# ---- design 1 ----
==> design_1/ff_map.png <==
Bar = 20 um. Other sequential cells in the stronger gray, the rest of the logic in the fainter gray.
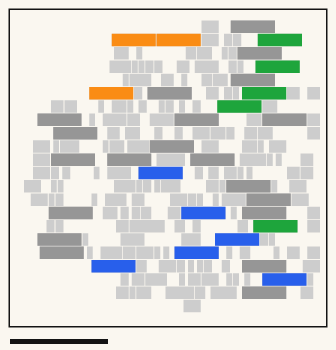
==> design_1/class_map.png <==
Bar = 20 um.
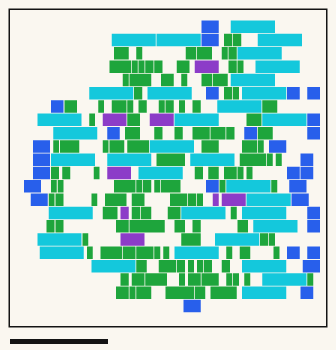
--- config.mk ---
export PLATFORM = sky130hd
export DESIGN_NAME = seq_divider
export DESIGN_NICKNAME = d
export VERILOG_FILES = /design/src/rtl/seq_divider.sv
export SDC_FILE = /design/constraint.sdc
export NUM_CORES = 1
export LEC_CHECK = 0
export CELL_PAD_IN_SITES_DETAIL_PLACEMENT = 0
export CELL_PAD_IN_SITES_GLOBAL_PLACEMENT = 1
export CORE_UTILIZATION = 44
export DETAILED_ROUTE_END_ITERATION = 6
export GPL_ROUTABILITY_DRIVEN = 0
export PLACE_DENSITY = 0.88
export SKIP_CTS_REPAIR_TIMING = 1
export SLEW_MARGIN = 20
export SYNTH_ARGS = -nofsm -noshare
export SYNTH_HDL_FRONTEND = slang
export SYNTH_SLANG_ARGS = --single-unit
--- constraint.sdc ---
create_clock -name CLK -period 3.37 [get_ports CLK]
set_input_delay 1.011 -clock CLK [delete_from_list [all_inputs] [get_ports CLK]]
set_output_delay 1.011 -clock CLK [all_outputs]
set_load 0.1 [all_outputs]
--- src/rtl/seq_divider.sv ---
// Sequential restoring divider, one quotient bit per clock, start/valid handshake.
// Define SEQ_DIVIDER_SIGNED_EN for two's-complement operands (sign applied on result load).
module seq_divider #(
    parameter int DATA_WIDTH = 5
) (
    input  logic                  CLK,
    input  logic                  RST,
    input  logic                  start,
    input  logic [DATA_WIDTH-1:0] Dividend,
    input  logic [DATA_WIDTH-1:0] Divisor,
    output logic [DATA_WIDTH-1:0] quotient,
    output logic [DATA_WIDTH-1:0] remainder,
    output logic                  valid,
    output logic                  busy,
    output logic                  div_by_zero
);

    localparam int W  = DATA_WIDTH;
    localparam int CW = $clog2(W + 1);
    localparam logic [CW-1:0] LAST = CW'(W - 1);

    typedef enum logic [1:0] {
        IDLE = 2'd0,
        CALC = 2'd1,
        DONE = 2'd2
    } state_t;

    // Handshake: start is sampled only in IDLE; valid is a one-cycle pulse in DONE
    // marking new quotient/remainder/div_by_zero; busy is high whenever not IDLE.
    state_t        state;
    logic [W-1:0]  q_reg;
    logic [W-1:0]  dvsr;
    logic [W:0]    r_reg;
    logic [CW-1:0] cnt;

    logic [W:0]    shifted;
    logic [W:0]    r_sub;
    logic          ge;
    logic [W:0]    r_next;
    logic [W-1:0]  q_next;
    logic [W-1:0]  dividend_mag;
    logic [W-1:0]  divisor_mag;
    logic [W-1:0]  q_final;
    logic [W-1:0]  r_final;

    // One restoring step: shift {R,Q} left, keep R - D only when it does not go negative.
    always_comb begin
        shifted = {r_reg[W-1:0], q_reg[W-1]};
        r_sub   = shifted - {1'b0, dvsr};
        ge      = r_reg[W] || (shifted >= {1'b0, dvsr});
        r_next  = ge ? r_sub : shifted;
        q_next  = {q_reg[W-2:0], ge};
    end

`ifdef SEQ_DIVIDER_SIGNED_EN
    logic neg_q;
    logic neg_r;

    always_comb begin
        dividend_mag = Dividend[W-1] ? (~Dividend + W'(1)) : Dividend;
        divisor_mag  = Divisor[W-1]  ? (~Divisor + W'(1))  : Divisor;
        q_final      = neg_q ? (~q_next + W'(1)) : q_next;
        r_final      = neg_r ? (~r_next[W-1:0] + W'(1)) : r_next[W-1:0];
    end

    always_ff @(posedge CLK or posedge RST) begin
        if (RST) begin
            neg_q <= 1'b0;
            neg_r <= 1'b0;
        end else if (state == IDLE && start) begin
            neg_q <= Dividend[W-1] ^ Divisor[W-1];
            neg_r <= Dividend[W-1];
        end
    end
`else
    always_comb begin
        dividend_mag = Dividend;
        divisor_mag  = Divisor;
        q_final      = q_next;
        r_final      = r_next[W-1:0];
    end
`endif

    always_ff @(posedge CLK or posedge RST) begin
        if (RST) begin
            state       <= IDLE;
            q_reg       <= '0;
            dvsr        <= '0;
            r_reg       <= '0;
            cnt         <= '0;
            quotient    <= '0;
            remainder   <= '0;
            div_by_zero <= 1'b0;
            valid       <= 1'b0;
            busy        <= 1'b0;
        end else begin
            valid <= 1'b0;
            case (state)
                IDLE: begin
                    if (start) begin
                        q_reg <= dividend_mag;
                        dvsr  <= divisor_mag;
                        r_reg <= '0;
                        cnt   <= '0;
                        busy  <= 1'b1;
                        if (Divisor == '0) begin
                            quotient    <= '1;
                            remainder   <= Dividend;
                            div_by_zero <= 1'b1;
                            valid       <= 1'b1;
                            state       <= DONE;
                        end else begin
                            state <= CALC;
                        end
                    end
                end
                CALC: begin
                    q_reg <= q_next;
                    r_reg <= r_next;
                    cnt   <= cnt + 1'b1;
                    if (cnt == LAST) begin
                        quotient    <= q_final;
                        remainder   <= r_final;
                        div_by_zero <= 1'b0;
                        valid       <= 1'b1;
                        state       <= DONE;
                    end
                end
                DONE: begin
                    busy  <= 1'b0;
                    state <= IDLE;
                end
                default: begin
                    busy  <= 1'b0;
                    state <= IDLE;
                end
            endcase
        end
    end

endmodule

==> out/notes.md <==
The run finished with clean final reports. The tools report the post-synthesis instance area as 1730 um^2. The most critical setup path has its startpoint at Divisor[1]. Across all layers, the routed design uses 1349 vias.

Number of non-filler instances in the completed layout: 249. During tapcell insertion the tool placed 48 well taps. The number of maximum-capacitance violations recorded for the run is 0. 26 I/O pins were placed.

The share of layout cells above drive strength 1 is 0.164, and the multi-input gate area in the final layout is 801 um^2. The logs give 5 for the number of buffers created by CTS and 0.326 for the met2 usage. The area fraction in full adders, half adders and majority gates is 0.0624. According to the floorplan log, the row count is 22. Sorting the Yosys area breakdown by cell type puts at the top sky130_fd_sc_hd__dfrtp_1. The run gives 0 as the number of antenna violations at the first check in global routing. After synthesis, the mean cell area works out to 10.1 um^2. The sequential area share after synthesis was 0.493. In the setup report, the worst path falls into the class in -> reg. Measured along the x axis, the die boundary spans 64.6 um. Detailed placement reports a standard cell area of 2000 um^2. The run gives 0.0152 for the area share of xor/xnor cells in the synthesized design.

The minimum clock period after layout was 2.57 ns. The die covers 4180 um^2. STA lists the endpoint of the worst register-to-register path as remainder[0]$_DFFE_PP0P_. The final layout report lists a non-clock inverter count of 11. Setup repair after global routing left no endpoint under its margin.

Most instantiated library cell after synthesis: sky130_fd_sc_hd__dfrtp_1. The number of buffers and inverters on the critical path works out to 1. The run gives 34 for the register bit count reported by yosys. The data required time at the worst endpoint is 3.53 ns, and the share of synthesized cell area in and, or, nand and nor gates is 0.163. The tightest hold path in the finished design has a slack of 0.489 ns. Fraction of area in non-clock buffers: 0.118. Synthesis produced 170 cells. The clock insertion delay at the later pin of the skew report is 0.28 ns.

The launch instance of the worst min-delay path was busy$_DFFE_PP0P_. With the hold path depth at 1, the area of the synthesized netlist per yosys stat is 1730 um^2.

The final worst-path cycle share works out to 0.761. By instance count after routing, the leading logic cell type is sky130_fd_sc_hd__dfrtp_1. Prior to clock tree synthesis, the placed netlist has a worst setup slack of 0.479 ns. The number of cells reported by Yosys stat comes to 170. The met1 wire length was 1710 um. The tools report the total track usage as 0.197. The detailed router finished its first iteration with 94 violations.

The number of flip-flops and latches is 34. The run gives 2.73 ns for the data arrival time at the worst-slack endpoint. The share of the synthesized area in the top cell type is 0.493.
## Picture notes: design_1/ff_map.png
color	signal	sequential cells
orange	cnt	3
green	quotient	5
blue	r_reg	6
not colored	20
fin util: 0.563
flip-flop and latch area: 851 um^2
flop share of the area: 0.407

## Picture notes: design_1/class_map.png
color	class	cells
purple	clock drivers and dummy loads	8
cyan	registers	34
blue	remaining buffers and delay cells	29
green	remaining logic cells	130

==> worst reg2reg max path, cell delays in order, from the launching register on <==
cell and delay (ns):
sky130_fd_sc_hd__dfrtp_1 0.38, sky130_fd_sc_hd__inv_1 0.11, sky130_fd_sc_hd__ha_1 0.17, sky130_fd_sc_hd__inv_1 0.05, sky130_fd_sc_hd__fa_1 0.39, sky130_fd_sc_hd__a21o_1 0.19, sky130_fd_sc_hd__a22o_2 0.27, sky130_fd_sc_hd__nor2_4 0.16
sky130_fd_sc_hd__mux2_2 0.39, sky130_fd_sc_hd__a221oi_2 0.22

# ---- design 2 ----
**src/rtl/fw_loader.sv**
```systemverilog
// Firmware image loader: holds the 6502 in reset, streams an image into memory
// from BASE_ADDR upward, writes the reset vector at $FFFC/$FFFD, then releases
// the CPU.
//
// state  | meaning
// IDLE   | waiting for start; CPU held in reset
// LOAD   | accepting stream bytes, one memory write per handshake
// VEC_LO | writing reset vector low byte to $FFFC
// VEC_HI | writing reset vector high byte to $FFFD
// DONE   | image loaded, CPU released; start reloads

`ifndef ADDR_WIDTH
`define ADDR_WIDTH 16
`endif
`ifndef REG_WIDTH
`define REG_WIDTH 8
`endif
`ifndef INSTRUCTION_BASE
`define INSTRUCTION_BASE 16'h0600
`endif

module fw_loader #(
   parameter int                    ADDR_WIDTH = `ADDR_WIDTH,
   parameter int                    DATA_WIDTH = `REG_WIDTH,
   parameter logic [ADDR_WIDTH-1:0] BASE_ADDR  = `INSTRUCTION_BASE
) (
   input  logic                  clk,
   input  logic                  reset_n,
   input  logic                  start,
   input  logic [ADDR_WIDTH-1:0] len,
   input  logic                  s_valid,
   input  logic [DATA_WIDTH-1:0] s_data,
   output logic                  s_ready,
   output logic                  mem_we,
   output logic [ADDR_WIDTH-1:0] mem_addr,
   output logic [DATA_WIDTH-1:0] mem_din,
   output logic                  cpu_reset_n,
   output logic                  busy,
   output logic                  done,
   output logic                  err
);

   typedef enum logic [2:0] {IDLE, LOAD, VEC_LO, VEC_HI, DONE} state_t;

   localparam logic [ADDR_WIDTH:0]   LIMIT   = (ADDR_WIDTH+1)'(32'hFFFC);
   localparam logic [ADDR_WIDTH-1:0] VEC_LOA = ADDR_WIDTH'(32'hFFFC);
   localparam logic [ADDR_WIDTH-1:0] VEC_HIA = ADDR_WIDTH'(32'hFFFD);
   localparam logic [ADDR_WIDTH-1:0] ONE     = ADDR_WIDTH'(1);

   state_t                state, state_nx;
   logic [ADDR_WIDTH-1:0] ptr, ptr_nx;
   logic [ADDR_WIDTH-1:0] cnt, cnt_nx;
   logic [ADDR_WIDTH-1:0] len_q, len_nx;
   logic                  rdy_nx, we_nx, cpu_nx, busy_nx, done_nx, err_nx;
   logic [ADDR_WIDTH-1:0] addr_nx;
   logic [DATA_WIDTH-1:0] din_nx;
   logic                  range_ok;

   // Image must end at or below the reset vector; extra bit prevents wrap.
   assign range_ok = ({1'b0, BASE_ADDR} + {1'b0, len}) <= LIMIT;

   // Next-state and next-output logic; every output is registered below.
   always_comb begin
      state_nx = state;
      ptr_nx   = ptr;
      cnt_nx   = cnt;
      len_nx   = len_q;
      rdy_nx   = s_ready;
      we_nx    = 1'b0;
      addr_nx  = mem_addr;
      din_nx   = mem_din;
      cpu_nx   = cpu_reset_n;
      busy_nx  = busy;
      done_nx  = done;
      err_nx   = err;
      unique case (state)
         IDLE, DONE: begin
            if (state == DONE) begin
               busy_nx = 1'b0;
               done_nx = 1'b1;
               cpu_nx  = 1'b1;
            end
            if (start) begin
               if (!range_ok) begin
                  err_nx   = 1'b1;
                  cpu_nx   = 1'b0;
                  state_nx = IDLE;
               end else begin
                  done_nx = 1'b0;
                  err_nx  = 1'b0;
                  cpu_nx  = 1'b0;
                  busy_nx = 1'b1;
                  len_nx  = len;
                  ptr_nx  = BASE_ADDR;
                  cnt_nx  = '0;
                  if (len != '0) begin
                     state_nx = LOAD;
                     rdy_nx   = 1'b1;
                  end else begin
                     state_nx = VEC_LO;
                  end
               end
            end
         end
         LOAD: begin
            if (s_valid && s_ready) begin
               we_nx   = 1'b1;
               addr_nx = ptr;
               din_nx  = s_data;
               ptr_nx  = ptr + ONE;
               cnt_nx  = cnt + ONE;
               if (cnt + ONE == len_q) begin
                  state_nx = VEC_LO;
                  rdy_nx   = 1'b0;
               end
            end
         end
         VEC_LO: begin
            we_nx    = 1'b1;
            addr_nx  = VEC_LOA;
            din_nx   = DATA_WIDTH'(BASE_ADDR & ADDR_WIDTH'(8'hFF));
            state_nx = VEC_HI;
         end
         VEC_HI: begin
            we_nx    = 1'b1;
            addr_nx  = VEC_HIA;
            din_nx   = DATA_WIDTH'(BASE_ADDR >> 8);
            state_nx = DONE;
         end
         default: state_nx = IDLE;
      endcase
   end

   // State and output registers; reset aborts any load in progress.
   always_ff @(posedge clk or negedge reset_n) begin
      if (!reset_n) begin
         state       <= IDLE;
         ptr         <= BASE_ADDR;
         cnt         <= '0;
         len_q       <= '0;
         s_ready     <= 1'b0;
         mem_we      <= 1'b0;
         mem_addr    <= '0;
         mem_din     <= '0;
         cpu_reset_n <= 1'b0;
         busy        <= 1'b0;
         done        <= 1'b0;
         err         <= 1'b0;
      end else begin
         state       <= state_nx;
         ptr         <= ptr_nx;
         cnt         <= cnt_nx;
         len_q       <= len_nx;
         s_ready     <= rdy_nx;
         mem_we      <= we_nx;
         mem_addr    <= addr_nx;
         mem_din     <= din_nx;
         cpu_reset_n <= cpu_nx;
         busy        <= busy_nx;
         done        <= done_nx;
         err         <= err_nx;
      end
   end

endmodule
```
**config.mk**
```make
export PLATFORM = sky130hd
export DESIGN_NAME = fw_loader
export DESIGN_NICKNAME = d
export VERILOG_FILES = /design/src/rtl/fw_loader.sv
export SDC_FILE = /design/constraint.sdc
export NUM_CORES = 1
export LEC_CHECK = 0
export CORE_MARGIN = 8
export CORE_UTILIZATION = 54
export DETAILED_ROUTE_END_ITERATION = 7
export HOLD_SLACK_MARGIN = 0.05
export PLACE_DENSITY = 0.79
export SETUP_SLACK_MARGIN = 0.4
export SLEW_MARGIN = 40
export SYNTH_ARGS = -nofsm -noshare
export SYNTH_HDL_FRONTEND = slang
export SYNTH_SLANG_ARGS = --single-unit
```
**constraint.sdc**
```tcl
create_clock -name clk -period 2.55 [get_ports clk]
set_clock_uncertainty 0.15 [all_clocks]
set_input_delay 0.51 -clock clk [delete_from_list [all_inputs] [get_ports clk]]
set_output_delay 0.51 -clock clk [all_outputs]
set_load 0.01 [all_outputs]
```
==> design_2/congestion_map.png <==
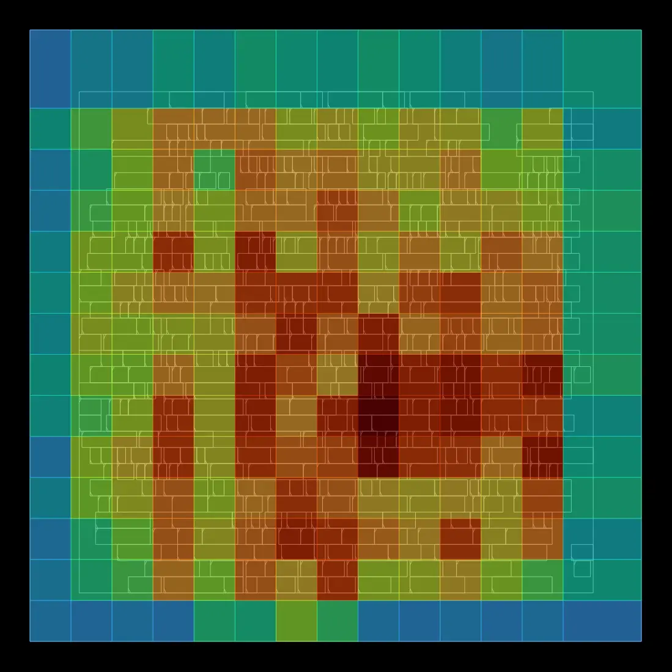
global routing's busiest layer: met2
average wire per cell in the routed design: 18.9 um

==> design_2/gates.png <==
Bar = 20 um.
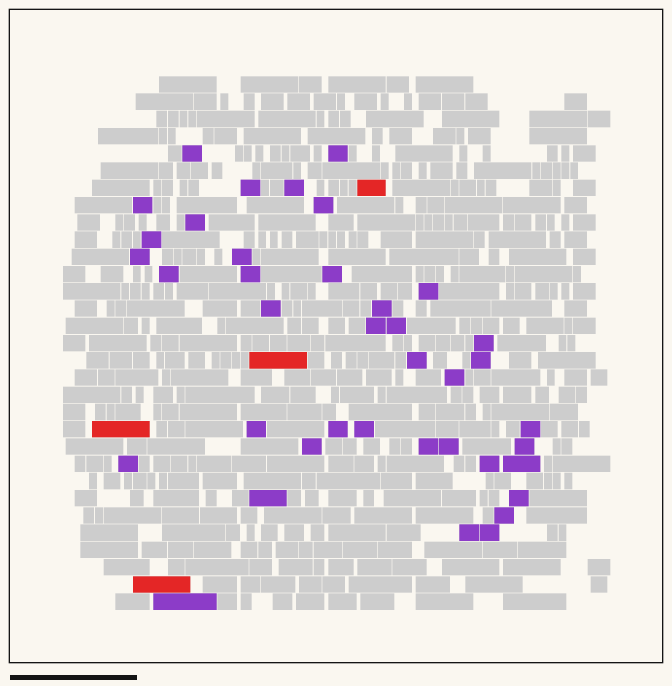
color	family	cells
red	fa/ha/maj cells	4
purple	xor and xnor cells	39

==> design_2/class_map.png <==
Bar = 20 um.
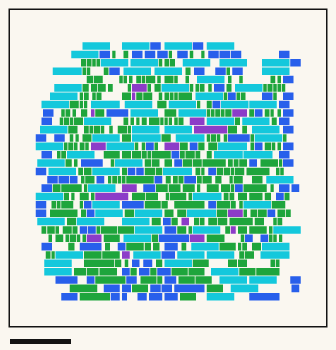
color	class	cells
blue	remaining buffers and delay cells	102
green	remaining logic cells	326
cyan	registers	81
purple	clock drivers and dummy loads	16

==> out/notes.md <==
The run gives 0.228 as the total track usage. The routing usage on met3 was 0.0500; the pin count of the biggest net entering global routing was 44. The worst setup slack for register-to-register paths was 0.11 ns; the complex-gate fraction of the synthesized area was 0.102.

The critical path endpoint has a required time of 2.63 ns. Sorting the synthesized cells by area gives the leading types as sky130_fd_sc_hd__dfrtp_1 (49%), sky130_fd_sc_hd__nand2_1 (7.6%), sky130_fd_sc_hd__xnor2_1 (4.5%). Walking the worst path, the cells encountered are ha_4 -> nand3_4 -> nor4_2 -> buf_4 -> xnor2_2 -> nor4_4 -> nand4b_1 -> o21ai_2 -> o21ai_1. The synthesized design contains 0 enable-type register cells. OpenSTA lists the critical path startpoint as cnt[0]$_DFFE_PN0P_.

The tools report the count of final hold-check violations as 0. Number of non-filler instances in the completed layout: 624. The net switching share of the total power came out at 0.360. The tools report the share of the core filled with cells in the final layout as 0.792.

The longest incremental delay of any stage on the critical path is reported as 0.40 ns. The share of the synthesized area in the top cell type came out at 0.485. The H-tree was split into 3 levels. The tools report the launch instance of the worst min-delay path as len[3]. The most instantiated library cell after synthesis was sky130_fd_sc_hd__nand2_1.

The power attributed to the clock group was 1.01 mW; the actual transition at the worst max-transition pin was 0.754 ns. The routability-driven placement congestion ratio was 0.862. Yosys shows that the main logic family after synthesis is simple AND/OR/NAND/NOR gates. By startpoint and endpoint, the worst setup path is classified as reg -> reg. The run gives 0.559 for the initial cell density of the core. The count of routing violations after the opening detailed-route iteration came out at 295. The average instance area after synthesis works out to 9.54 um^2. The tools report the global-route wire length before repair as 18600 um. Per the OpenROAD floorplan log, the width of the die is 103 um.

The number of antenna violations at the first check in global routing is 0, and the y dimension of the die is 103 um. The synthesis stat section lists a flop and latch total of 81. For the area of the synthesized netlist per yosys stat, the log shows 4080 um^2. The total number of cells along the worst setup path works out to 9. The run gives 0 for the leftover overflow at the end of global routing. Once the clock tree was built, the setup fixing pass inserted 8 buffers. Per the placement log, port buffering inserted 57 buffers.

The run gives 0.958 for the final worst-path cycle share. In this run the tools logged warnings totalling 30. Setup repair after global routing could not meet its margin everywhere. Endpoint of the lowest-slack register-to-register path: state[0]$_DFFE_PN0P_. In this run, distinct cell masters in the synthesized netlist total 49. The tools report the number of DRC violations after detailed routing as 0. The tools report the reported sequential group power as 2.02 mW.

The met1 track demand over resource in global routing is 0.284. Looking at the critical path, the single cell with the biggest stage delay is sky130_fd_sc_hd__dfrtp_1. The cell type contributing the most total cell area after synthesis is sky130_fd_sc_hd__dfrtp_1.

The synthesized netlist was found by Yosys to have 427 cells. The run gives 0.229 for the share of synthesized cell area in and, or, nand and nor gates. In this build the clock could be raised as far as 0.409 GHz. Total wire length after detailed routing: 11800 um.

The flow ran to the end, and the final reports show no timing, DRC or antenna violations. Hold is met by 0.345 ns.
## per-layer routing
layer | routed length, um | vias to the layer above
met5 | 0 | -
met4 | 314 | 0
met3 | 808 | 30
met2 | 5970 | 140
met1 | 4670 | 1827
li1 | - | 1668
## final cells by class
cell class,count,area (um^2)
sequential,81,2040
timing repair buffer,102,1070
fill,472,1510
multi-input combinational,320,2290
inverter,6,42.5
clock buffer,11,131
clock inverter,5,80.1
tap,99,124
## flip-flops by register name, summed over array words and instances (netlist names)
name	count
cnt	16
mem_din	8
mem_addr	16
err	1
len_q	16
busy	1
cpu_reset_n	1
done	1
ptr	16
state	3
mem_we	1
s_ready	1

# ---- design 3 ----
==> design_3/sizing.png <==
Bar = 50 um.
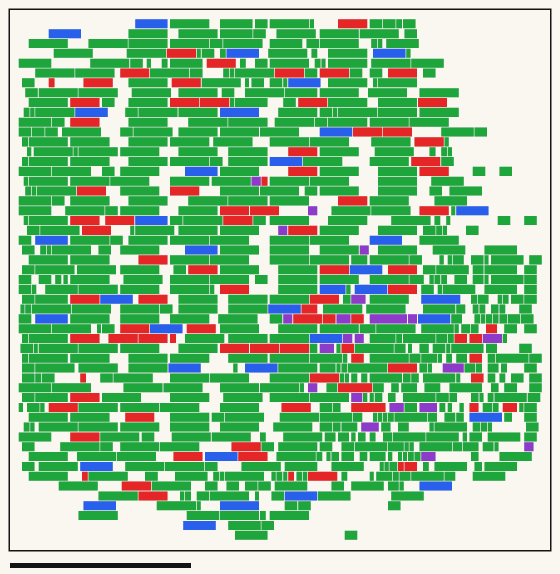
### src/rtl/i2s_frame_scheduler.sv
// i2s_frame_scheduler: buffers stereo pairs and presents one pair per I2S frame,
// updated at frame count 0 so the driver's load edge always sees stable data.
module i2s_frame_scheduler #(
    parameter int BUS_WIDTH   = 16,
    parameter int FIFO_DEPTH  = 8,
    parameter int PRIME_LEVEL = 4,
    parameter int CNT_WIDTH   = 16
) (
    input  logic                          clk,
    input  logic                          rst_n,
    input  logic                          en,
    input  logic                          mute,
    input  logic                          clr_stat,
    input  logic                          s_valid,
    output logic                          s_ready,
    input  logic [BUS_WIDTH-1:0]          s_l,
    input  logic [BUS_WIDTH-1:0]          s_r,
    output logic [BUS_WIDTH-1:0]          data_l,
    output logic [BUS_WIDTH-1:0]          data_r,
    output logic                          frame_tick,
    output logic [$clog2(FIFO_DEPTH):0]   level,
    output logic [1:0]                    state,
    output logic                          underrun,
    output logic [CNT_WIDTH-1:0]          underrun_cnt
);
    localparam int AW = $clog2(FIFO_DEPTH);
    localparam int LW = AW + 1;
    localparam int FW = $clog2(2 * BUS_WIDTH + 2);
    localparam logic [FW-1:0] LAST     = FW'(2 * BUS_WIDTH + 1);
    localparam logic [LW-1:0] PRIME_LV = LW'(PRIME_LEVEL);
    localparam logic [LW-1:0] DEPTH_LV = LW'(FIFO_DEPTH);

    typedef enum logic [1:0] {IDLE, PRIME, RUN, UNDER} state_t;

    state_t                 state_q, state_d;
    logic [FW-1:0]          frame_q, frame_d;
    logic [AW-1:0]          wr_q, wr_d, rd_q, rd_d;
    logic [LW-1:0]          level_q, level_d;
    logic                   s_ready_q, s_ready_d;
    logic [BUS_WIDTH-1:0]   data_l_q, data_l_d, data_r_q, data_r_d;
    logic                   underrun_q, underrun_d;
    logic [CNT_WIDTH-1:0]   ucnt_q, ucnt_d;
    logic [2*BUS_WIDTH-1:0] mem_q [FIFO_DEPTH];
    logic                   pop_pt, push, pop, inc;

    always_comb begin
        pop_pt     = frame_q == '0;
        push       = en & s_valid & s_ready_q;
        pop        = en & pop_pt & (state_q == RUN) & (level_q != '0);
        // underrun frames: empty in RUN, or still below prime level after an underrun
        inc        = en & pop_pt & (level_q < PRIME_LV) &
                     ((state_q == RUN && level_q == '0) || state_q == UNDER);
        frame_d    = frame_q == LAST ? '0 : frame_q + 1'b1;
        wr_d       = !en ? '0 : push ? wr_q + 1'b1 : wr_q;
        rd_d       = !en ? '0 : pop ? rd_q + 1'b1 : rd_q;
        level_d    = !en ? '0 : level_q + LW'(push) - LW'(pop);
        s_ready_d  = en & (level_d != DEPTH_LV);
        state_d    = !en ? IDLE :
                     state_q == IDLE ? PRIME :
                     (state_q == PRIME || state_q == UNDER) && level_q >= PRIME_LV ? RUN :
                     state_q == RUN && pop_pt && level_q == '0 ? UNDER : state_q;
        {data_l_d, data_r_d} = !en ? '0 :
                               pop ? (mute ? '0 : mem_q[rd_q]) :
                               pop_pt ? '0 : {data_l_q, data_r_q};
        underrun_d = !clr_stat & (underrun_q | inc);
        ucnt_d     = clr_stat ? '0 : (inc && ucnt_q != '1) ? ucnt_q + 1'b1 : ucnt_q;
    end

    always_ff @(posedge clk or negedge rst_n) begin
        if (!rst_n) begin
            state_q    <= IDLE;
            frame_q    <= '0;
            wr_q       <= '0;
            rd_q       <= '0;
            level_q    <= '0;
            s_ready_q  <= 1'b0;
            data_l_q   <= '0;
            data_r_q   <= '0;
            underrun_q <= 1'b0;
            ucnt_q     <= '0;
        end else begin
            state_q    <= state_d;
            frame_q    <= frame_d;
            wr_q       <= wr_d;
            rd_q       <= rd_d;
            level_q    <= level_d;
            s_ready_q  <= s_ready_d;
            data_l_q   <= data_l_d;
            data_r_q   <= data_r_d;
            underrun_q <= underrun_d;
            ucnt_q     <= ucnt_d;
        end
    end

    always_ff @(posedge clk) begin
        if (push) mem_q[wr_q] <= {s_l, s_r};
    end

    assign s_ready      = s_ready_q;
    assign data_l       = data_l_q;
    assign data_r       = data_r_q;
    assign frame_tick   = frame_q == LAST;
    assign level        = level_q;
    assign state        = state_q;
    assign underrun     = underrun_q;
    assign underrun_cnt = ucnt_q;
endmodule
### config.mk
export PLATFORM = sky130hd
export DESIGN_NAME = i2s_frame_scheduler
export DESIGN_NICKNAME = d
export VERILOG_FILES = /design/src/rtl/i2s_frame_scheduler.sv
export SDC_FILE = /design/constraint.sdc
export NUM_CORES = 1
export LEC_CHECK = 0
export CORE_MARGIN = 2
export CORE_UTILIZATION = 60
export DETAILED_ROUTE_END_ITERATION = 16
export PLACE_DENSITY = 0.93
export SETUP_SLACK_MARGIN = 0.3
export SLEW_MARGIN = 10
export SYNTH_ARGS = -nofsm -noshare
export SYNTH_HDL_FRONTEND = slang
export SYNTH_SLANG_ARGS = --single-unit
### constraint.sdc
create_clock -name clk -period 10.8 [get_ports clk]
set_input_delay 2.16 -clock clk [delete_from_list [all_inputs] [get_ports clk]]
set_output_delay 2.16 -clock clk [all_outputs]
set_load 0.03 [all_outputs]
==> out/notes.md <==
The run finished with clean final reports. The pin closest to its max-slew limit shows a slew of 1.19 ns. Clock-pin slew of the registers on the worst-case setup and hold paths: 0.06 ns.

Per STA, the worst path accumulates the most delay in the family simple AND/OR/NAND/NOR gates. Cell type contributing the most total cell area after synthesis: sky130_fd_sc_hd__edfxtp_1. For reference, the final report shows the max-slew violation count at 0. The later pin in the worst-skew pair is clocked with a latency of 0.57 ns.

The maximum fanout along the worst path is 18, and the initial cell density of the core is 0.607. The final antenna diode tally reported by the flow is 0. With the y dimension of the die at 149 um, the post-synthesis instance area is 12700 um^2. Combinational cells consume a total of 81.3 uW.

Leaving out filler cells and counting taps, the final layout contains 1084. The register bit count reported by yosys was 324. The number of enable-type register cells in the synthesized netlist works out to 256. The critical path endpoint has a required time of 11.23 ns. The share of layout cells above drive strength 1 was 0.176; the portion of total power attributed to sequential cells was 0.547. The final timing report gives a worst setup slack of 5.99 ns. The run gives 7111 as the number of global-route vias before repair. For the total track usage, the log shows 0.249. The number of nets handed over by synthesis was 726.

In the routed design, unresolved DRC markers number 0. Setup total negative slack on the finished layout was measured at 0 ns. The share of the core filled with cells in the final layout was 0.715; the number of iterations in the first detailed-routing pass was 4.

STA classifies the critical path startpoint as an input pin. The most used cell along the critical path is sky130_fd_sc_hd__nand2_1. A synthesized cell averages 18.8 um^2.

Setup repair after global routing left no endpoint under its margin. The hold path depth came out at 2. For the count of cells resized by post-cts repair, the log shows 0. For this run the aggregate overflow at the end of global routing stands at 0. The prevailing logic family in the synthesized netlist is multiplexers. The tools report the clock power share as 0.420.

Worst setup path startpoint: en. The run gives 0.210 for the share of synthesized registers carrying an async set or reset. The detailed placer reported the number of placed instances as 1026. The element type at the critical path end was a flip-flop. The number of buffers and inverters on the critical path works out to 1. According to the timing report, the critical path is captured at s_ready$_DFF_PN0_.

95 I/O pins were placed. TritonCTS built the clock tree. The leakage component of the power came out at 4.95 nW.
About design_3/sizing.png:
color	size	cells
red	x2	86
green	x1 and smaller	667
purple	x3 and x4	21
blue	x6 and larger	35

## cell type report
class                           count  area, um^2  share of cell area
Tap cell                          275         344              0.0230
Inverter                            6        22.5             0.00151
Clock inverter                     18         171              0.0115
Multi-Input combinational cell    318        3180               0.213
Sequential cell                   324        9400               0.629
Clock buffer                       40         810              0.0542
Timing Repair Buffer              103        1010              0.0674
## per-layer routing
layer  track usage  wire length (um)  vias up
met4        0.0829               880        0
li1              -                 -     2881
met1         0.318             10000     3424
met2         0.437             14000      317
met3        0.0459              1820       67
met5             0                 0        -

# ---- design 4 ----
===== src/rtl/mem_bus_arbiter.sv =====
// mem_bus_arbiter
//   Shares one byte-wide memory port between a CPU requester and a DMA/loader
//   requester. Each granted access holds the memory strobe for WAIT_CYCLES
//   cycles, then pulses the winner's ack for one cycle with read data.
//   A requester may lock the bus so its next access cannot be split from the
//   current one. DMA starvation is bounded by STARVE_LIMIT consecutive CPU grants.
// Ports
//   clk, reset                 clock, synchronous active-high reset
//   cpu_req/we/lock/addr/wdata CPU request, fields stable until cpu_ack
//   cpu_rdata, cpu_ack         CPU read data (held between reads), completion pulse
//   dma_*                      DMA equivalents of the CPU ports
//   mem_addr/wdata/read/write  memory port, driven from the latched request
//   mem_rdata                  memory read data, sampled in the last strobe cycle
//   owner                      00 none, 01 CPU, 10 DMA
module mem_bus_arbiter #(
  parameter int ADDR_W       = 16,
  parameter int DATA_W       = 8,
  parameter int WAIT_CYCLES  = 1,
  parameter int STARVE_LIMIT = 4
) (
  input  logic              clk,
  input  logic              reset,
  input  logic              cpu_req,
  input  logic              cpu_we,
  input  logic              cpu_lock,
  input  logic [ADDR_W-1:0] cpu_addr,
  input  logic [DATA_W-1:0] cpu_wdata,
  output logic [DATA_W-1:0] cpu_rdata,
  output logic              cpu_ack,
  input  logic              dma_req,
  input  logic              dma_we,
  input  logic              dma_lock,
  input  logic [ADDR_W-1:0] dma_addr,
  input  logic [DATA_W-1:0] dma_wdata,
  output logic [DATA_W-1:0] dma_rdata,
  output logic              dma_ack,
  output logic [ADDR_W-1:0] mem_addr,
  output logic [DATA_W-1:0] mem_wdata,
  input  logic [DATA_W-1:0] mem_rdata,
  output logic              mem_read,
  output logic              mem_write,
  output logic [1:0]        owner
);

  typedef enum logic [1:0] {IDLE, ACCESS, RESP} state_t;

  typedef struct packed {
    logic              we;
    logic              lock;
    logic [ADDR_W-1:0] addr;
    logic [DATA_W-1:0] wdata;
  } req_t;

  localparam logic [1:0] OWN_NONE  = 2'b00;
  localparam logic [1:0] OWN_CPU   = 2'b01;
  localparam logic [1:0] OWN_DMA   = 2'b10;
  localparam logic [3:0] WAIT_LAST = 4'(WAIT_CYCLES - 1);
  localparam logic [3:0] LIMIT     = 4'(STARVE_LIMIT);

  state_t     state;
  req_t       cpu_r, dma_r, win_r, lat;
  logic [3:0] wait_cnt;
  logic [3:0] starve_cnt;
  logic       lock_held;
  logic       cur_dma;      // current access belongs to DMA
  logic       grant_cpu, grant_dma;

  always_comb begin
    cpu_r = '{we: cpu_we, lock: cpu_lock, addr: cpu_addr, wdata: cpu_wdata};
    dma_r = '{we: dma_we, lock: dma_lock, addr: dma_addr, wdata: dma_wdata};
  end

  // While locked, owner still names the lock holder, so it selects who may go.
  always_comb begin
    grant_cpu = 1'b0;
    grant_dma = 1'b0;
    if (lock_held) begin
      grant_cpu = (owner == OWN_CPU) && cpu_req;
      grant_dma = (owner == OWN_DMA) && dma_req;
    end else if (dma_req && (!cpu_req || starve_cnt == LIMIT)) begin
      grant_dma = 1'b1;
    end else begin
      grant_cpu = cpu_req;
    end
    win_r = grant_dma ? dma_r : cpu_r;
  end

  assign mem_addr  = lat.addr;
  assign mem_wdata = lat.wdata;

  always_ff @(posedge clk) begin
    if (reset) begin
      state      <= IDLE;
      lat        <= '0;
      cur_dma    <= 1'b0;
      lock_held  <= 1'b0;
      wait_cnt   <= '0;
      starve_cnt <= '0;
      mem_read   <= 1'b0;
      mem_write  <= 1'b0;
      cpu_ack    <= 1'b0;
      dma_ack    <= 1'b0;
      cpu_rdata  <= '0;
      dma_rdata  <= '0;
      owner      <= OWN_NONE;
    end else begin
      unique case (state)
        IDLE: begin
          // Counts CPU grants that made a waiting DMA wait; saturates at the limit.
          if (grant_dma || !dma_req) starve_cnt <= '0;
          else if (grant_cpu && starve_cnt != LIMIT) starve_cnt <= starve_cnt + 4'd1;
          if (grant_cpu || grant_dma) begin
            lat       <= win_r;
            cur_dma   <= grant_dma;
            owner     <= grant_dma ? OWN_DMA : OWN_CPU;
            mem_read  <= ~win_r.we;
            mem_write <= win_r.we;
            wait_cnt  <= WAIT_LAST;
            state     <= ACCESS;
          end
        end
        ACCESS: begin
          if (wait_cnt == '0) begin
            mem_read  <= 1'b0;
            mem_write <= 1'b0;
            if (!lat.we) begin
              if (cur_dma) dma_rdata <= mem_rdata;
              else         cpu_rdata <= mem_rdata;
            end
            cpu_ack <= ~cur_dma;
            dma_ack <= cur_dma;
            state   <= RESP;
          end else begin
            wait_cnt <= wait_cnt - 4'd1;
          end
        end
        RESP: begin
          cpu_ack   <= 1'b0;
          dma_ack   <= 1'b0;
          // The lock bit of the access just finished decides whether the bus stays held.
          lock_held <= lat.lock;
          if (!lat.lock) owner <= OWN_NONE;
          state     <= IDLE;
        end
        default: state <= IDLE;
      endcase
    end
  end

endmodule

===== config.mk =====
export PLATFORM = sky130hd
export DESIGN_NAME = mem_bus_arbiter
export DESIGN_NICKNAME = d
export VERILOG_FILES = /design/src/rtl/mem_bus_arbiter.sv
export SDC_FILE = /design/constraint.sdc
export NUM_CORES = 1
export LEC_CHECK = 0
export CAP_MARGIN = 20
export CORE_ASPECT_RATIO = 1.25
export CORE_MARGIN = 2
export CORE_UTILIZATION = 40
export DETAILED_ROUTE_END_ITERATION = 10
export GPL_TIMING_DRIVEN = 0
export MAX_ROUTING_LAYER = met4
export PLACE_DENSITY_LB_ADDON = 0.12
export SYNTH_ARGS = -nofsm -noshare
export SYNTH_HDL_FRONTEND = slang
export SYNTH_SLANG_ARGS = --single-unit

===== constraint.sdc =====
create_clock -name clk -period 2.2 [get_ports clk]
set_clock_uncertainty 0.15 [all_clocks]
set_input_delay 0.44 -clock clk [delete_from_list [all_inputs] [get_ports clk]]
set_output_delay 0.44 -clock clk [all_outputs]
set_load 0.05 [all_outputs]

==> design_4/sizing.png <==
Bar = 20 um.
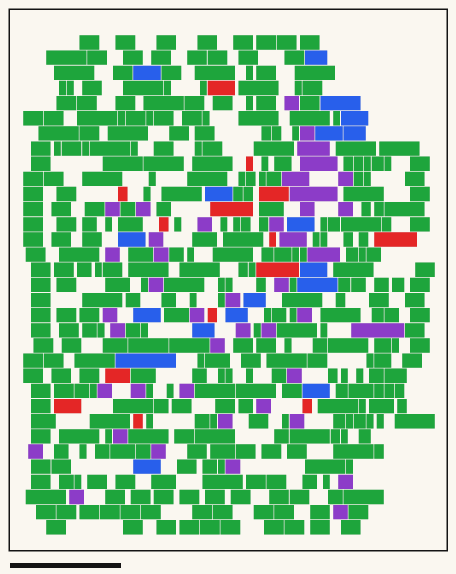
color	size	cells
blue	x6 and larger	18
purple	x3 and x4	43
green	x1 and smaller	356
red	x2	14
layout overhead on the synthesized area: 58.0%
area of all placed cells without fillers: 4370 um^2

==> out/notes.md <==
The logs give 0 for the synthesis warning total and 0 ns for the aggregate negative setup slack. A synthesized cell averages 9.28 um^2. The tree is rooted in a sky130_fd_sc_hd__clkbuf_8. The tools report the element type at the critical path end as a primary output. The largest buffer count on any clock path came out at 2. The met1 wire length is 2960 um. Prevailing logic family in the synthesized netlist: simple AND/OR/NAND/NOR gates.

Wire segments on met2 add up to 3500 um in the final route. The worst hold margin was 0.322 ns; the number of buffers inserted by port buffering was 108. Clock-pin slew of the registers on the worst-case setup and hold paths: 0.07 ns. In this run the critical register-to-register path is captured at dma_rdata[4]$_SDFFE_PP0P_.

The number of cells on the worst reg-to-reg path came out at 7. The run gives 0 for the count of antenna-violating nets left after detailed routing. Pin count of the biggest net entering global routing: 11. TritonCTS built the clock tree. The run gives 0 as the leftover overflow at the end of global routing. Looking at the critical path, the highest net fanout was 2. The number of gates resized after CTS was 9.

The flow ran to the end, and the final reports show no timing, DRC or antenna violations. The area share of xor/xnor cells in the synthesized design was 0. The area fraction in full adders, half adders and majority gates was 0.0181. For the number of clock sinks, the log shows 60. With the final count of pins violating max slew at 0, the number of buffers and inverters on the critical path is 2. The leakage component of the power was reported as 1.85 nW. With the routing usage on met3 at 0.0448, the count of routing violations after the opening detailed-route iteration is 70.
==> design_4/congestion_map.png <==
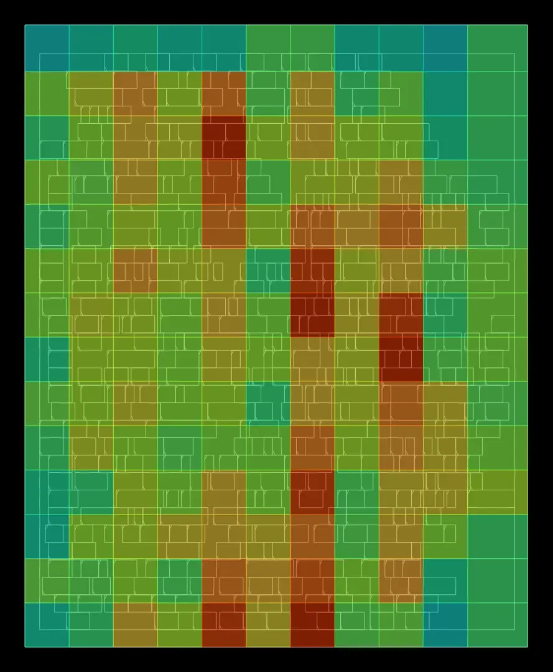
global-route met2 utilization: 0.320
met1 global-route usage: 0.216
fin util: 0.657

[report_power, final]
part / leakage (nW) / total (mW) / switching [mW] / internal [mW]
clock network: 0.0979 / 0.963 / 0.422 / 0.541
registers: 0.495 / 1.67 / 0.236 / 1.44
logic: 1.26 / 3.38 / 1.93 / 1.45
[area by class of cell]
| class | instances | area [um^2] |
|---|---|---|
| plain buffers | 41 | 295 |
| clock buffers | 10 | 138 |
| clock inverters | 5 | 52.6 |
| fillers | 577 | 2280 |
| inverters | 6 | 22.5 |
| multi-input cells | 191 | 1330 |
| flip-flops and latches | 60 | 1210 |
| well taps | 87 | 109 |
| repair buffers | 118 | 1210 |

# ---- design 5 ----
==> design_5/gates.png <==
Bar = 50 um.
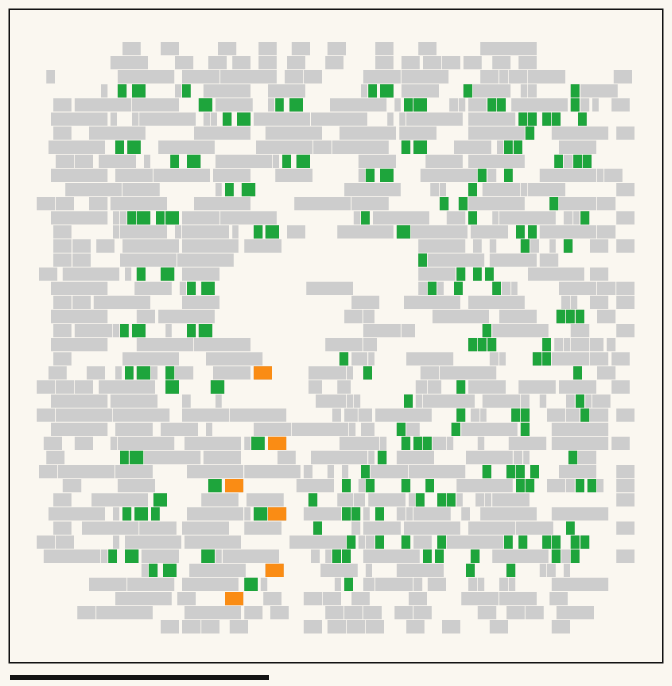
--- config.mk ---
export PLATFORM = sky130hd
export DESIGN_NAME = fetch_stage
export DESIGN_NICKNAME = d
export VERILOG_FILES = /design/src/rtl/fetch_stage.sv
export SDC_FILE = /design/constraint.sdc
export NUM_CORES = 1
export LEC_CHECK = 0
export CAP_MARGIN = 20
export CORE_MARGIN = 5
export CORE_UTILIZATION = 45
export CTS_CLUSTER_DIAMETER = 60
export DETAILED_ROUTE_END_ITERATION = 6
export PLACE_DENSITY_LB_ADDON = 0.12
export SYNTH_ARGS = -nofsm -noshare
export SYNTH_HDL_FRONTEND = slang
export SYNTH_SLANG_ARGS = --single-unit
--- constraint.sdc ---
create_clock -name clk_i -period 6.7 [get_ports clk_i]
set_clock_uncertainty 0.1 [all_clocks]
set_input_delay 1.34 -clock clk_i [delete_from_list [all_inputs] [get_ports clk_i]]
set_output_delay 1.34 -clock clk_i [all_outputs]
set_load 0.005 [all_outputs]
--- src/rtl/fetch_stage.sv ---
// Fetch-stage pipeline register: latches I-memory responses with their request PC and
// branch-hit tag, absorbs one response during a load-use stall and drops flushed responses.
module fetch_stage #(
  parameter int              XLEN      = 32,
  parameter logic [XLEN-1:0] NOP_INSTR = 32'h0000_0013
) (
  input  logic            clk_i,
  input  logic            rst_i,
  input  logic            stall_i,
  input  logic            flush_i,
  input  logic            fetch_req_i,
  input  logic [XLEN-1:0] pc_i,
  input  logic            pred_hit_i,
  input  logic [XLEN-1:0] instr_i,
  input  logic            instr_valid_i,
  output logic [XLEN-1:0] instr_o,
  output logic [XLEN-1:0] pc_o,
  output logic            pred_hit_o,
  output logic            valid_o,
  output logic            fetch_stall_o
);

  typedef enum logic [1:0] {
    RUN      = 2'd0,
    BUFFERED = 2'd1,
    DISCARD  = 2'd2
  } state_t;

  state_t state, state_nxt;

  logic            outstanding;
  logic [XLEN-1:0] req_pc_p0;
  logic            req_hit_p0;

  // Skid occupancy is implied by state==BUFFERED, so no separate valid flag is kept.
  logic [XLEN-1:0] skid_instr_p0;
  logic [XLEN-1:0] skid_pc_p0;
  logic            skid_hit_p0;

  logic [XLEN-1:0] instr_p1;
  logic [XLEN-1:0] pc_p1;
  logic            hit_p1;
  logic            vld_p1;

  logic resp;
  logic load_resp;
  logic load_skid;
  logic load_bubble;
  logic capture_skid;

  // A response only counts while a request is tracked; this also drops responses after reset.
  assign resp = instr_valid_i & outstanding;

  assign fetch_stall_o = outstanding & ~instr_valid_i & (state != DISCARD);

  always_comb begin
    state_nxt    = state;
    load_resp    = 1'b0;
    load_skid    = 1'b0;
    load_bubble  = 1'b0;
    capture_skid = 1'b0;
    if (flush_i) begin
      load_bubble = 1'b1;
      if (fetch_req_i) begin
        state_nxt = RUN;
      end else if (outstanding && !instr_valid_i) begin
        state_nxt = DISCARD;
      end else begin
        state_nxt = RUN;
      end
    end else begin
      case (state)
        RUN: begin
          if (stall_i) begin
            if (resp) begin
              capture_skid = 1'b1;
              state_nxt    = BUFFERED;
            end
          end else if (resp) begin
            load_resp = 1'b1;
          end else begin
            load_bubble = 1'b1;
          end
        end
        BUFFERED: begin
          if (!stall_i) begin
            load_skid = 1'b1;
            state_nxt = RUN;
          end
        end
        DISCARD: begin
          load_bubble = 1'b1;
          if (resp) begin
            state_nxt = RUN;
          end
        end
        default: begin
          state_nxt = RUN;
        end
      endcase
    end
  end

  always_ff @(posedge clk_i) begin
    if (rst_i) begin
      state       <= RUN;
      outstanding <= 1'b0;
    end else begin
      state <= state_nxt;
      if (fetch_req_i) begin
        outstanding <= 1'b1;
      end else if (instr_valid_i) begin
        outstanding <= 1'b0;
      end
    end
  end

  // p0: request tag and skid capture
  always_ff @(posedge clk_i) begin
    if (fetch_req_i) begin
      req_pc_p0  <= pc_i;
      req_hit_p0 <= pred_hit_i;
    end
    if (capture_skid) begin
      skid_instr_p0 <= instr_i;
      skid_pc_p0    <= req_pc_p0;
      skid_hit_p0   <= req_hit_p0;
    end
  end

  // p1: registered Decode-facing outputs; bubbles keep the last PC and its hit tag
  always_ff @(posedge clk_i) begin
    if (rst_i) begin
      instr_p1 <= NOP_INSTR;
      pc_p1    <= '0;
      hit_p1   <= 1'b0;
      vld_p1   <= 1'b0;
    end else if (load_resp) begin
      instr_p1 <= instr_i;
      pc_p1    <= req_pc_p0;
      hit_p1   <= req_hit_p0;
      vld_p1   <= 1'b1;
    end else if (load_skid) begin
      instr_p1 <= skid_instr_p0;
      pc_p1    <= skid_pc_p0;
      hit_p1   <= skid_hit_p0;
      vld_p1   <= 1'b1;
    end else if (load_bubble) begin
      instr_p1 <= NOP_INSTR;
      vld_p1   <= 1'b0;
    end
  end

  assign instr_o    = instr_p1;
  assign pc_o       = pc_p1;
  assign pred_hit_o = hit_p1;
  assign valid_o    = vld_p1;

  a_req_while_busy : assert property (@(posedge clk_i) disable iff (rst_i)
    !(fetch_req_i && outstanding && !instr_valid_i));

  a_resp_while_buffered : assert property (@(posedge clk_i) disable iff (rst_i)
    !(state == BUFFERED && stall_i && !flush_i && instr_valid_i));

endmodule

==> out/notes.md <==
The met2 usage is 0.294. The count of cells resized by post-cts repair was 0; the yosys stat cell total was 498. The total setup violations reported at the end of the flow was 0. Looking at the reg2reg group, the worst path ends at pred_hit_o$_SDFFE_PP0P_. With fillers left out, the area of the finished cells amounts to 8140 um^2.

According to the floorplan log, the row count is 42. The run gives 0.199 for the net switching share of the total power. With the met1 track demand over resource in global routing at 0.232, the number of vias in the routed layout is 4313. The aggregate negative setup slack is 0 ns.

Share of layout cells above drive strength 1: 0.0658. The flow ran to the end, and the final reports show no timing, DRC or antenna violations. The library cells used most frequently in the layout, excluding fill and tap cells, are sky130_fd_sc_hd__clkdlybuf4s50_1 (135), sky130_fd_sc_hd__edfxtp_1 (98), sky130_fd_sc_hd__a21oi_1 (97), sky130_fd_sc_hd__dfxtp_1 (69), sky130_fd_sc_hd__nor2_1 (42).

The capture endpoint of the worst hold path is skid_pc_p0[6]$_DFFE_PP_. With the area fraction in full adders, half adders and majority gates at 0, the minimum clock period after layout is 4.08 ns. As reported, the later end of the worst-skew pair has a clock insertion delay of 0.42 ns.

The internal portion of the total power is 1.82 mW. The power report puts the net switching power at 452 uW. Counting endpoints that fail hold in the final report gives 0. Counting instances, the worst hold path has a depth of 0.

The run gives 15800 um^2 as the overall chip area.
Notes on design_5/gates.png above:
color	family	cells	where
orange	mux cells	6	south
green	aoi and oai cells	165	all over the die

-- cell families (layout without fill, tap and decap cells) --
logic type / Yosys count / after routing
AOI/OAI and AO/OA: 166 / 166
buffers and inverters: 45 / 185
DFF: 167 / 167
muxes: 6 / 6
and+or+nand+nor: 114 / 114
-- layout make-up --
cell class | instances | area (um^2)
Clock buffer | 20 | 437
Clock inverter | 12 | 158
Fill cell | 1063 | 5050
Inverter | 5 | 18.8
Multi-Input combinational cell | 286 | 1500
Sequential cell | 167 | 4320
Tap cell | 176 | 220
Timing Repair Buffer | 148 | 1480

# ---- design 6 ----
File: src/rtl/issue_hazard_ctrl.sv
`default_nettype none
// ============================================================================
// Module      : issue_hazard_ctrl
// Description : Scoreboard issue gate between OF and EX for an in-order RV32
//               pipeline. Tracks per-register result countdowns and divider
//               occupancy, and serialises CSR/fence-class instructions.
// Revision    : 1.0 - initial release
// ============================================================================
module issue_hazard_ctrl #(
    parameter int LATW     = 4,
    parameter int LOAD_LAT = 1,
    parameter int DIV_LAT  = 8
) (
    input  logic        clk,
    input  logic        reset,
    input  logic        of_valid,
    input  logic [4:0]  of_rs1,
    input  logic        of_rs1_used,
    input  logic [4:0]  of_rs2,
    input  logic        of_rs2_used,
    input  logic [4:0]  of_rd,
    input  logic        of_wb_en,
    input  logic [1:0]  of_class,
    input  logic        flush,
    output logic        issue_fire,
    output logic        ex_bubble,
    output logic        stall_if,
    output logic        stall_ifof,
    output logic [31:0] sb_busy_mask,
    output logic [31:0] stall_cycles
);

    localparam logic [1:0]      c_CLS_ALU    = 2'd0;
    localparam logic [1:0]      c_CLS_LOAD   = 2'd1;
    localparam logic [1:0]      c_CLS_DIV    = 2'd2;
    localparam logic [1:0]      c_CLS_SERIAL = 2'd3;
    localparam logic [LATW-1:0] c_LOAD_LAT   = LATW'(LOAD_LAT);
    localparam logic [LATW-1:0] c_DIV_LAT    = LATW'(DIV_LAT);
    localparam logic [LATW-1:0] c_ONE        = LATW'(1);

    // Entry 0 is held at zero so x0 can be indexed without special-casing.
    logic [LATW-1:0] r_cnt [32];
    logic [LATW-1:0] r_div_cnt;
    logic [31:0]     r_stall_cycles;

    logic [LATW-1:0] w_lat;
    logic [31:0]     w_busy;
    logic            w_raw;
    logic            w_waw;
    logic            w_struct;
    logic            w_serial;
    logic            w_hazard;
    logic            w_fire;
    logic            w_stall;
    logic            w_sb_write;

    always_comb begin
        w_lat = '0;
        case (of_class)
            c_CLS_ALU:    w_lat = '0;
            c_CLS_LOAD:   w_lat = c_LOAD_LAT;
            c_CLS_DIV:    w_lat = c_DIV_LAT;
            c_CLS_SERIAL: w_lat = '0;
            default:      w_lat = '0;
        endcase
    end

    always_comb begin
        w_busy = '0;
        for (int r = 1; r < 32; r++) begin
            w_busy[r] = (r_cnt[r] != '0);
        end
    end

    assign w_raw    = (of_rs1_used && (of_rs1 != 5'd0) && w_busy[of_rs1]) ||
                      (of_rs2_used && (of_rs2 != 5'd0) && w_busy[of_rs2]);
    // A younger writer may issue once its own result cannot land before the older one.
    assign w_waw    = of_wb_en && (of_rd != 5'd0) && (r_cnt[of_rd] > w_lat);
    assign w_struct = (of_class == c_CLS_DIV) && (r_div_cnt != '0);
    assign w_serial = (of_class == c_CLS_SERIAL) && ((w_busy != '0) || (r_div_cnt != '0));
    assign w_hazard = w_raw || w_waw || w_struct || w_serial;

    assign w_fire     = of_valid && !flush && !w_hazard;
    assign w_stall    = of_valid && !flush && w_hazard;
    assign w_sb_write = w_fire && of_wb_en && (of_rd != 5'd0) && (w_lat != '0);

    always_ff @(posedge clk) begin
        if (reset) begin
            for (int r = 0; r < 32; r++) begin
                r_cnt[r] <= '0;
            end
            r_div_cnt      <= '0;
            r_stall_cycles <= '0;
        end else begin
            r_cnt[0] <= '0;
            for (int r = 1; r < 32; r++) begin
                if (r_cnt[r] != '0) begin
                    r_cnt[r] <= r_cnt[r] - c_ONE;
                end
            end
            if (w_sb_write) begin
                r_cnt[of_rd] <= w_lat;
            end

            if (w_fire && (of_class == c_CLS_DIV)) begin
                r_div_cnt <= c_DIV_LAT;
            end else if (r_div_cnt != '0) begin
                r_div_cnt <= r_div_cnt - c_ONE;
            end

            if (w_stall && (r_stall_cycles != 32'hFFFF_FFFF)) begin
                r_stall_cycles <= r_stall_cycles + 32'd1;
            end
        end
    end

    assign issue_fire   = w_fire;
    assign ex_bubble    = !w_fire;
    assign stall_if     = w_stall;
    assign stall_ifof   = w_stall;
    assign sb_busy_mask = w_busy;
    assign stall_cycles = r_stall_cycles;

endmodule
`default_nettype wire

File: config.mk
export PLATFORM = sky130hd
export DESIGN_NAME = issue_hazard_ctrl
export DESIGN_NICKNAME = d
export VERILOG_FILES = /design/src/rtl/issue_hazard_ctrl.sv
export SDC_FILE = /design/constraint.sdc
export NUM_CORES = 1
export LEC_CHECK = 0
export CORE_ASPECT_RATIO = 0.9
export CORE_MARGIN = 2
export CORE_UTILIZATION = 30
export CTS_CLUSTER_SIZE = 10
export DETAILED_ROUTE_END_ITERATION = 16
export PLACE_DENSITY = 0.56
export RECOVER_POWER = 50
export SLEW_MARGIN = 20
export SYNTH_ARGS = -nofsm -noshare
export SYNTH_HDL_FRONTEND = slang
export SYNTH_SLANG_ARGS = --single-unit
File: constraint.sdc
create_clock -name clk -period 11 [get_ports clk]
set_clock_uncertainty 0.15 [all_clocks]
set_input_delay 2.2 -clock clk [delete_from_list [all_inputs] [get_ports clk]]
set_output_delay 2.2 -clock clk [all_outputs]
set_load 0.01 [all_outputs]
==> design_6/sizing.png <==
Bar = 50 um.
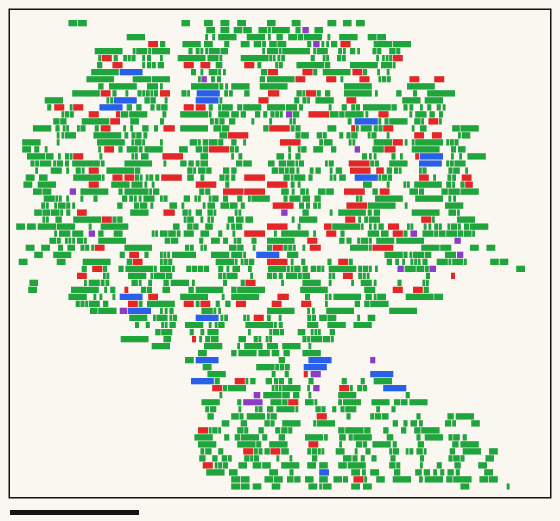
color	size	cells
blue	x6 and larger	20
red	x2	118
purple	x3 and x4	19
green	x1 and smaller	1199
crit path setup slack, layout: 1.81 ns
layout overhead on the synthesized area: 14.9%
Repair and plain buffers: 110

==> out/notes.md <==
The clock buffer count came out at 23. The tools report the leakage component of the power as 5.11 nW. The heaviest power group was combinational cells. Fill cell total of the finished layout: 3787. Kind of path behind the tightest hold check: reg -> reg.

The number of buffers and inverters on the critical path was 2. The checks that failed: max-capacitance violations, max-slew violations. Excluding fillers, the count of instances in the completed layout stands at 1840.

The routed design uses 2290 um of met3 wire. The total wire length after detailed routing is 35700 um. The number of clock sinks came out at 162. The final count of pins violating max slew is 71, and the max-capacitance violation count is 1.

The number of enable-type register cells in the synthesized netlist was 62. The peak supply drop came out at 0.000139 V. Per the GRT congestion report, total overflow comes to 0. Per the synthesis report, the number of distinct cell types is 69. The clock insertion delay at the later pin of the skew report was 0.45 ns; the net switching share of the total power was 0.433. Counting every instance in the synthesized netlist gives 1305. The worst flop-to-flop path startpoint was r_cnt[16][3]$_DFFE_PP_. In the layout the tool counted multi-input logic cells amounting to 948.

The minimum clock period after layout was 9.19 ns. The run gives 0.0942 for the complex-gate fraction of the synthesized area. The flow ran to the end, but the final reports show violations.
==> design_6/gates.png <==
Bar = 50 um.
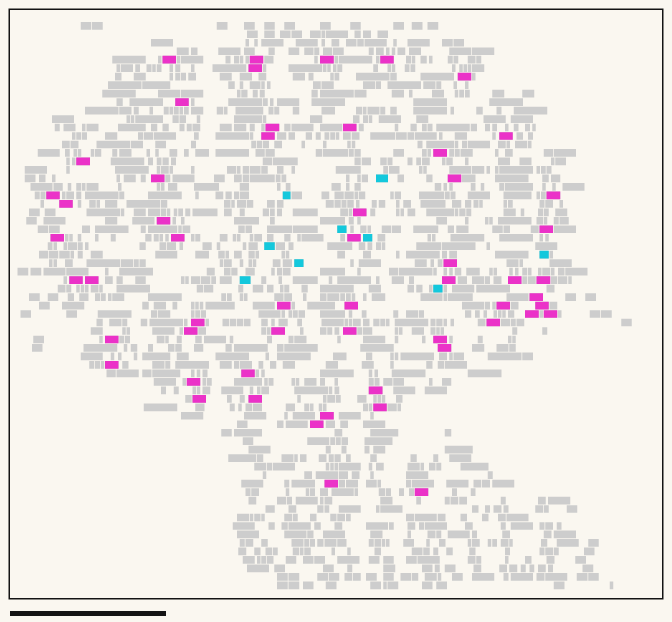
color	family	cells
magenta	fa/ha/maj cells	56
cyan	non-inverting ao/oa cells	9

## worst max path at each step
stage | endpoint | slack, ns | depth (start not counted)
2_1_floorplan | stall_ifof | 2.16 | 19
3_3_place_gp | issue_fire | 2.00 | 14
3_5_place_dp | issue_fire | 1.93 | 14
4_1_cts | issue_fire | 1.90 | 14
5_1_grt | issue_fire | 1.43 | 14
6_report | issue_fire | 1.81 | 13
## per-layer routing
layer / GRT usage / vias up
li1: - / 4790
met1: 0.262 / 4868
met2: 0.277 / 320
met3: 0.0363 / 20
met4: 0.0365 / 0
met5: 0 / -


==> layout pictures side by side <==
Cells by drive strength.
(a)
Bar = 50 um.
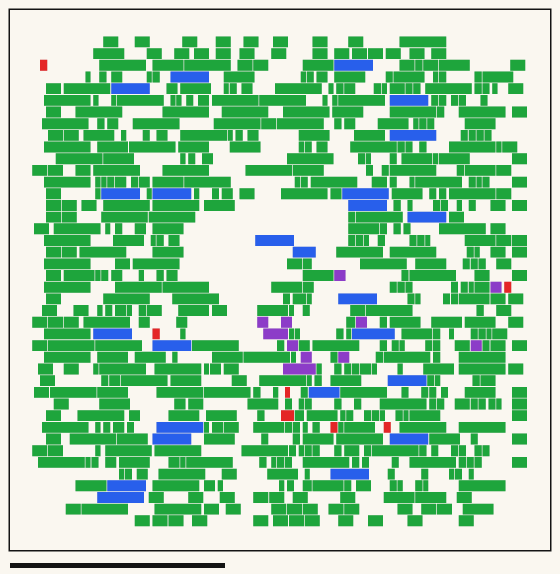
(b)
Bar = 20 um.
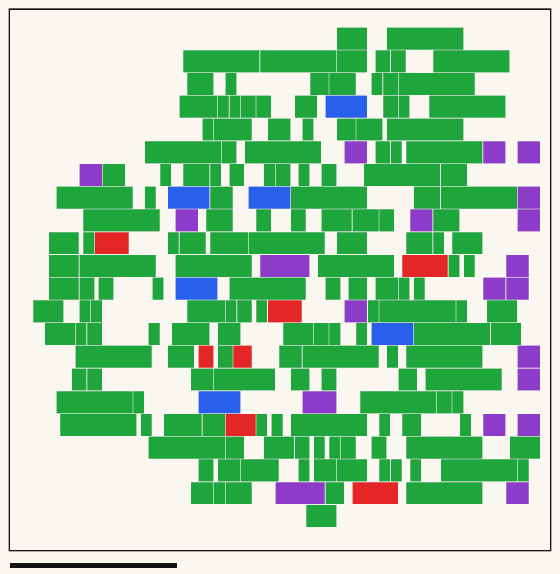
(c)
Bar = 20 um.
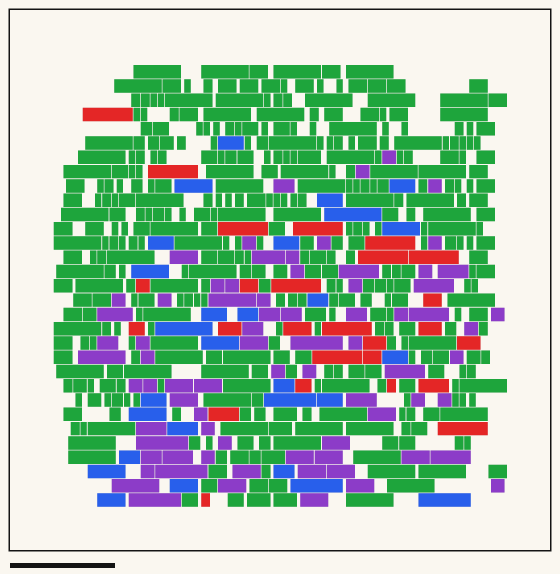
(a) comes from design 5.
(c) comes from design 2.
(b) comes from design 1.
- most cells: (a)
- smallest die: (b)

Power and IR drop assume default switching activity.
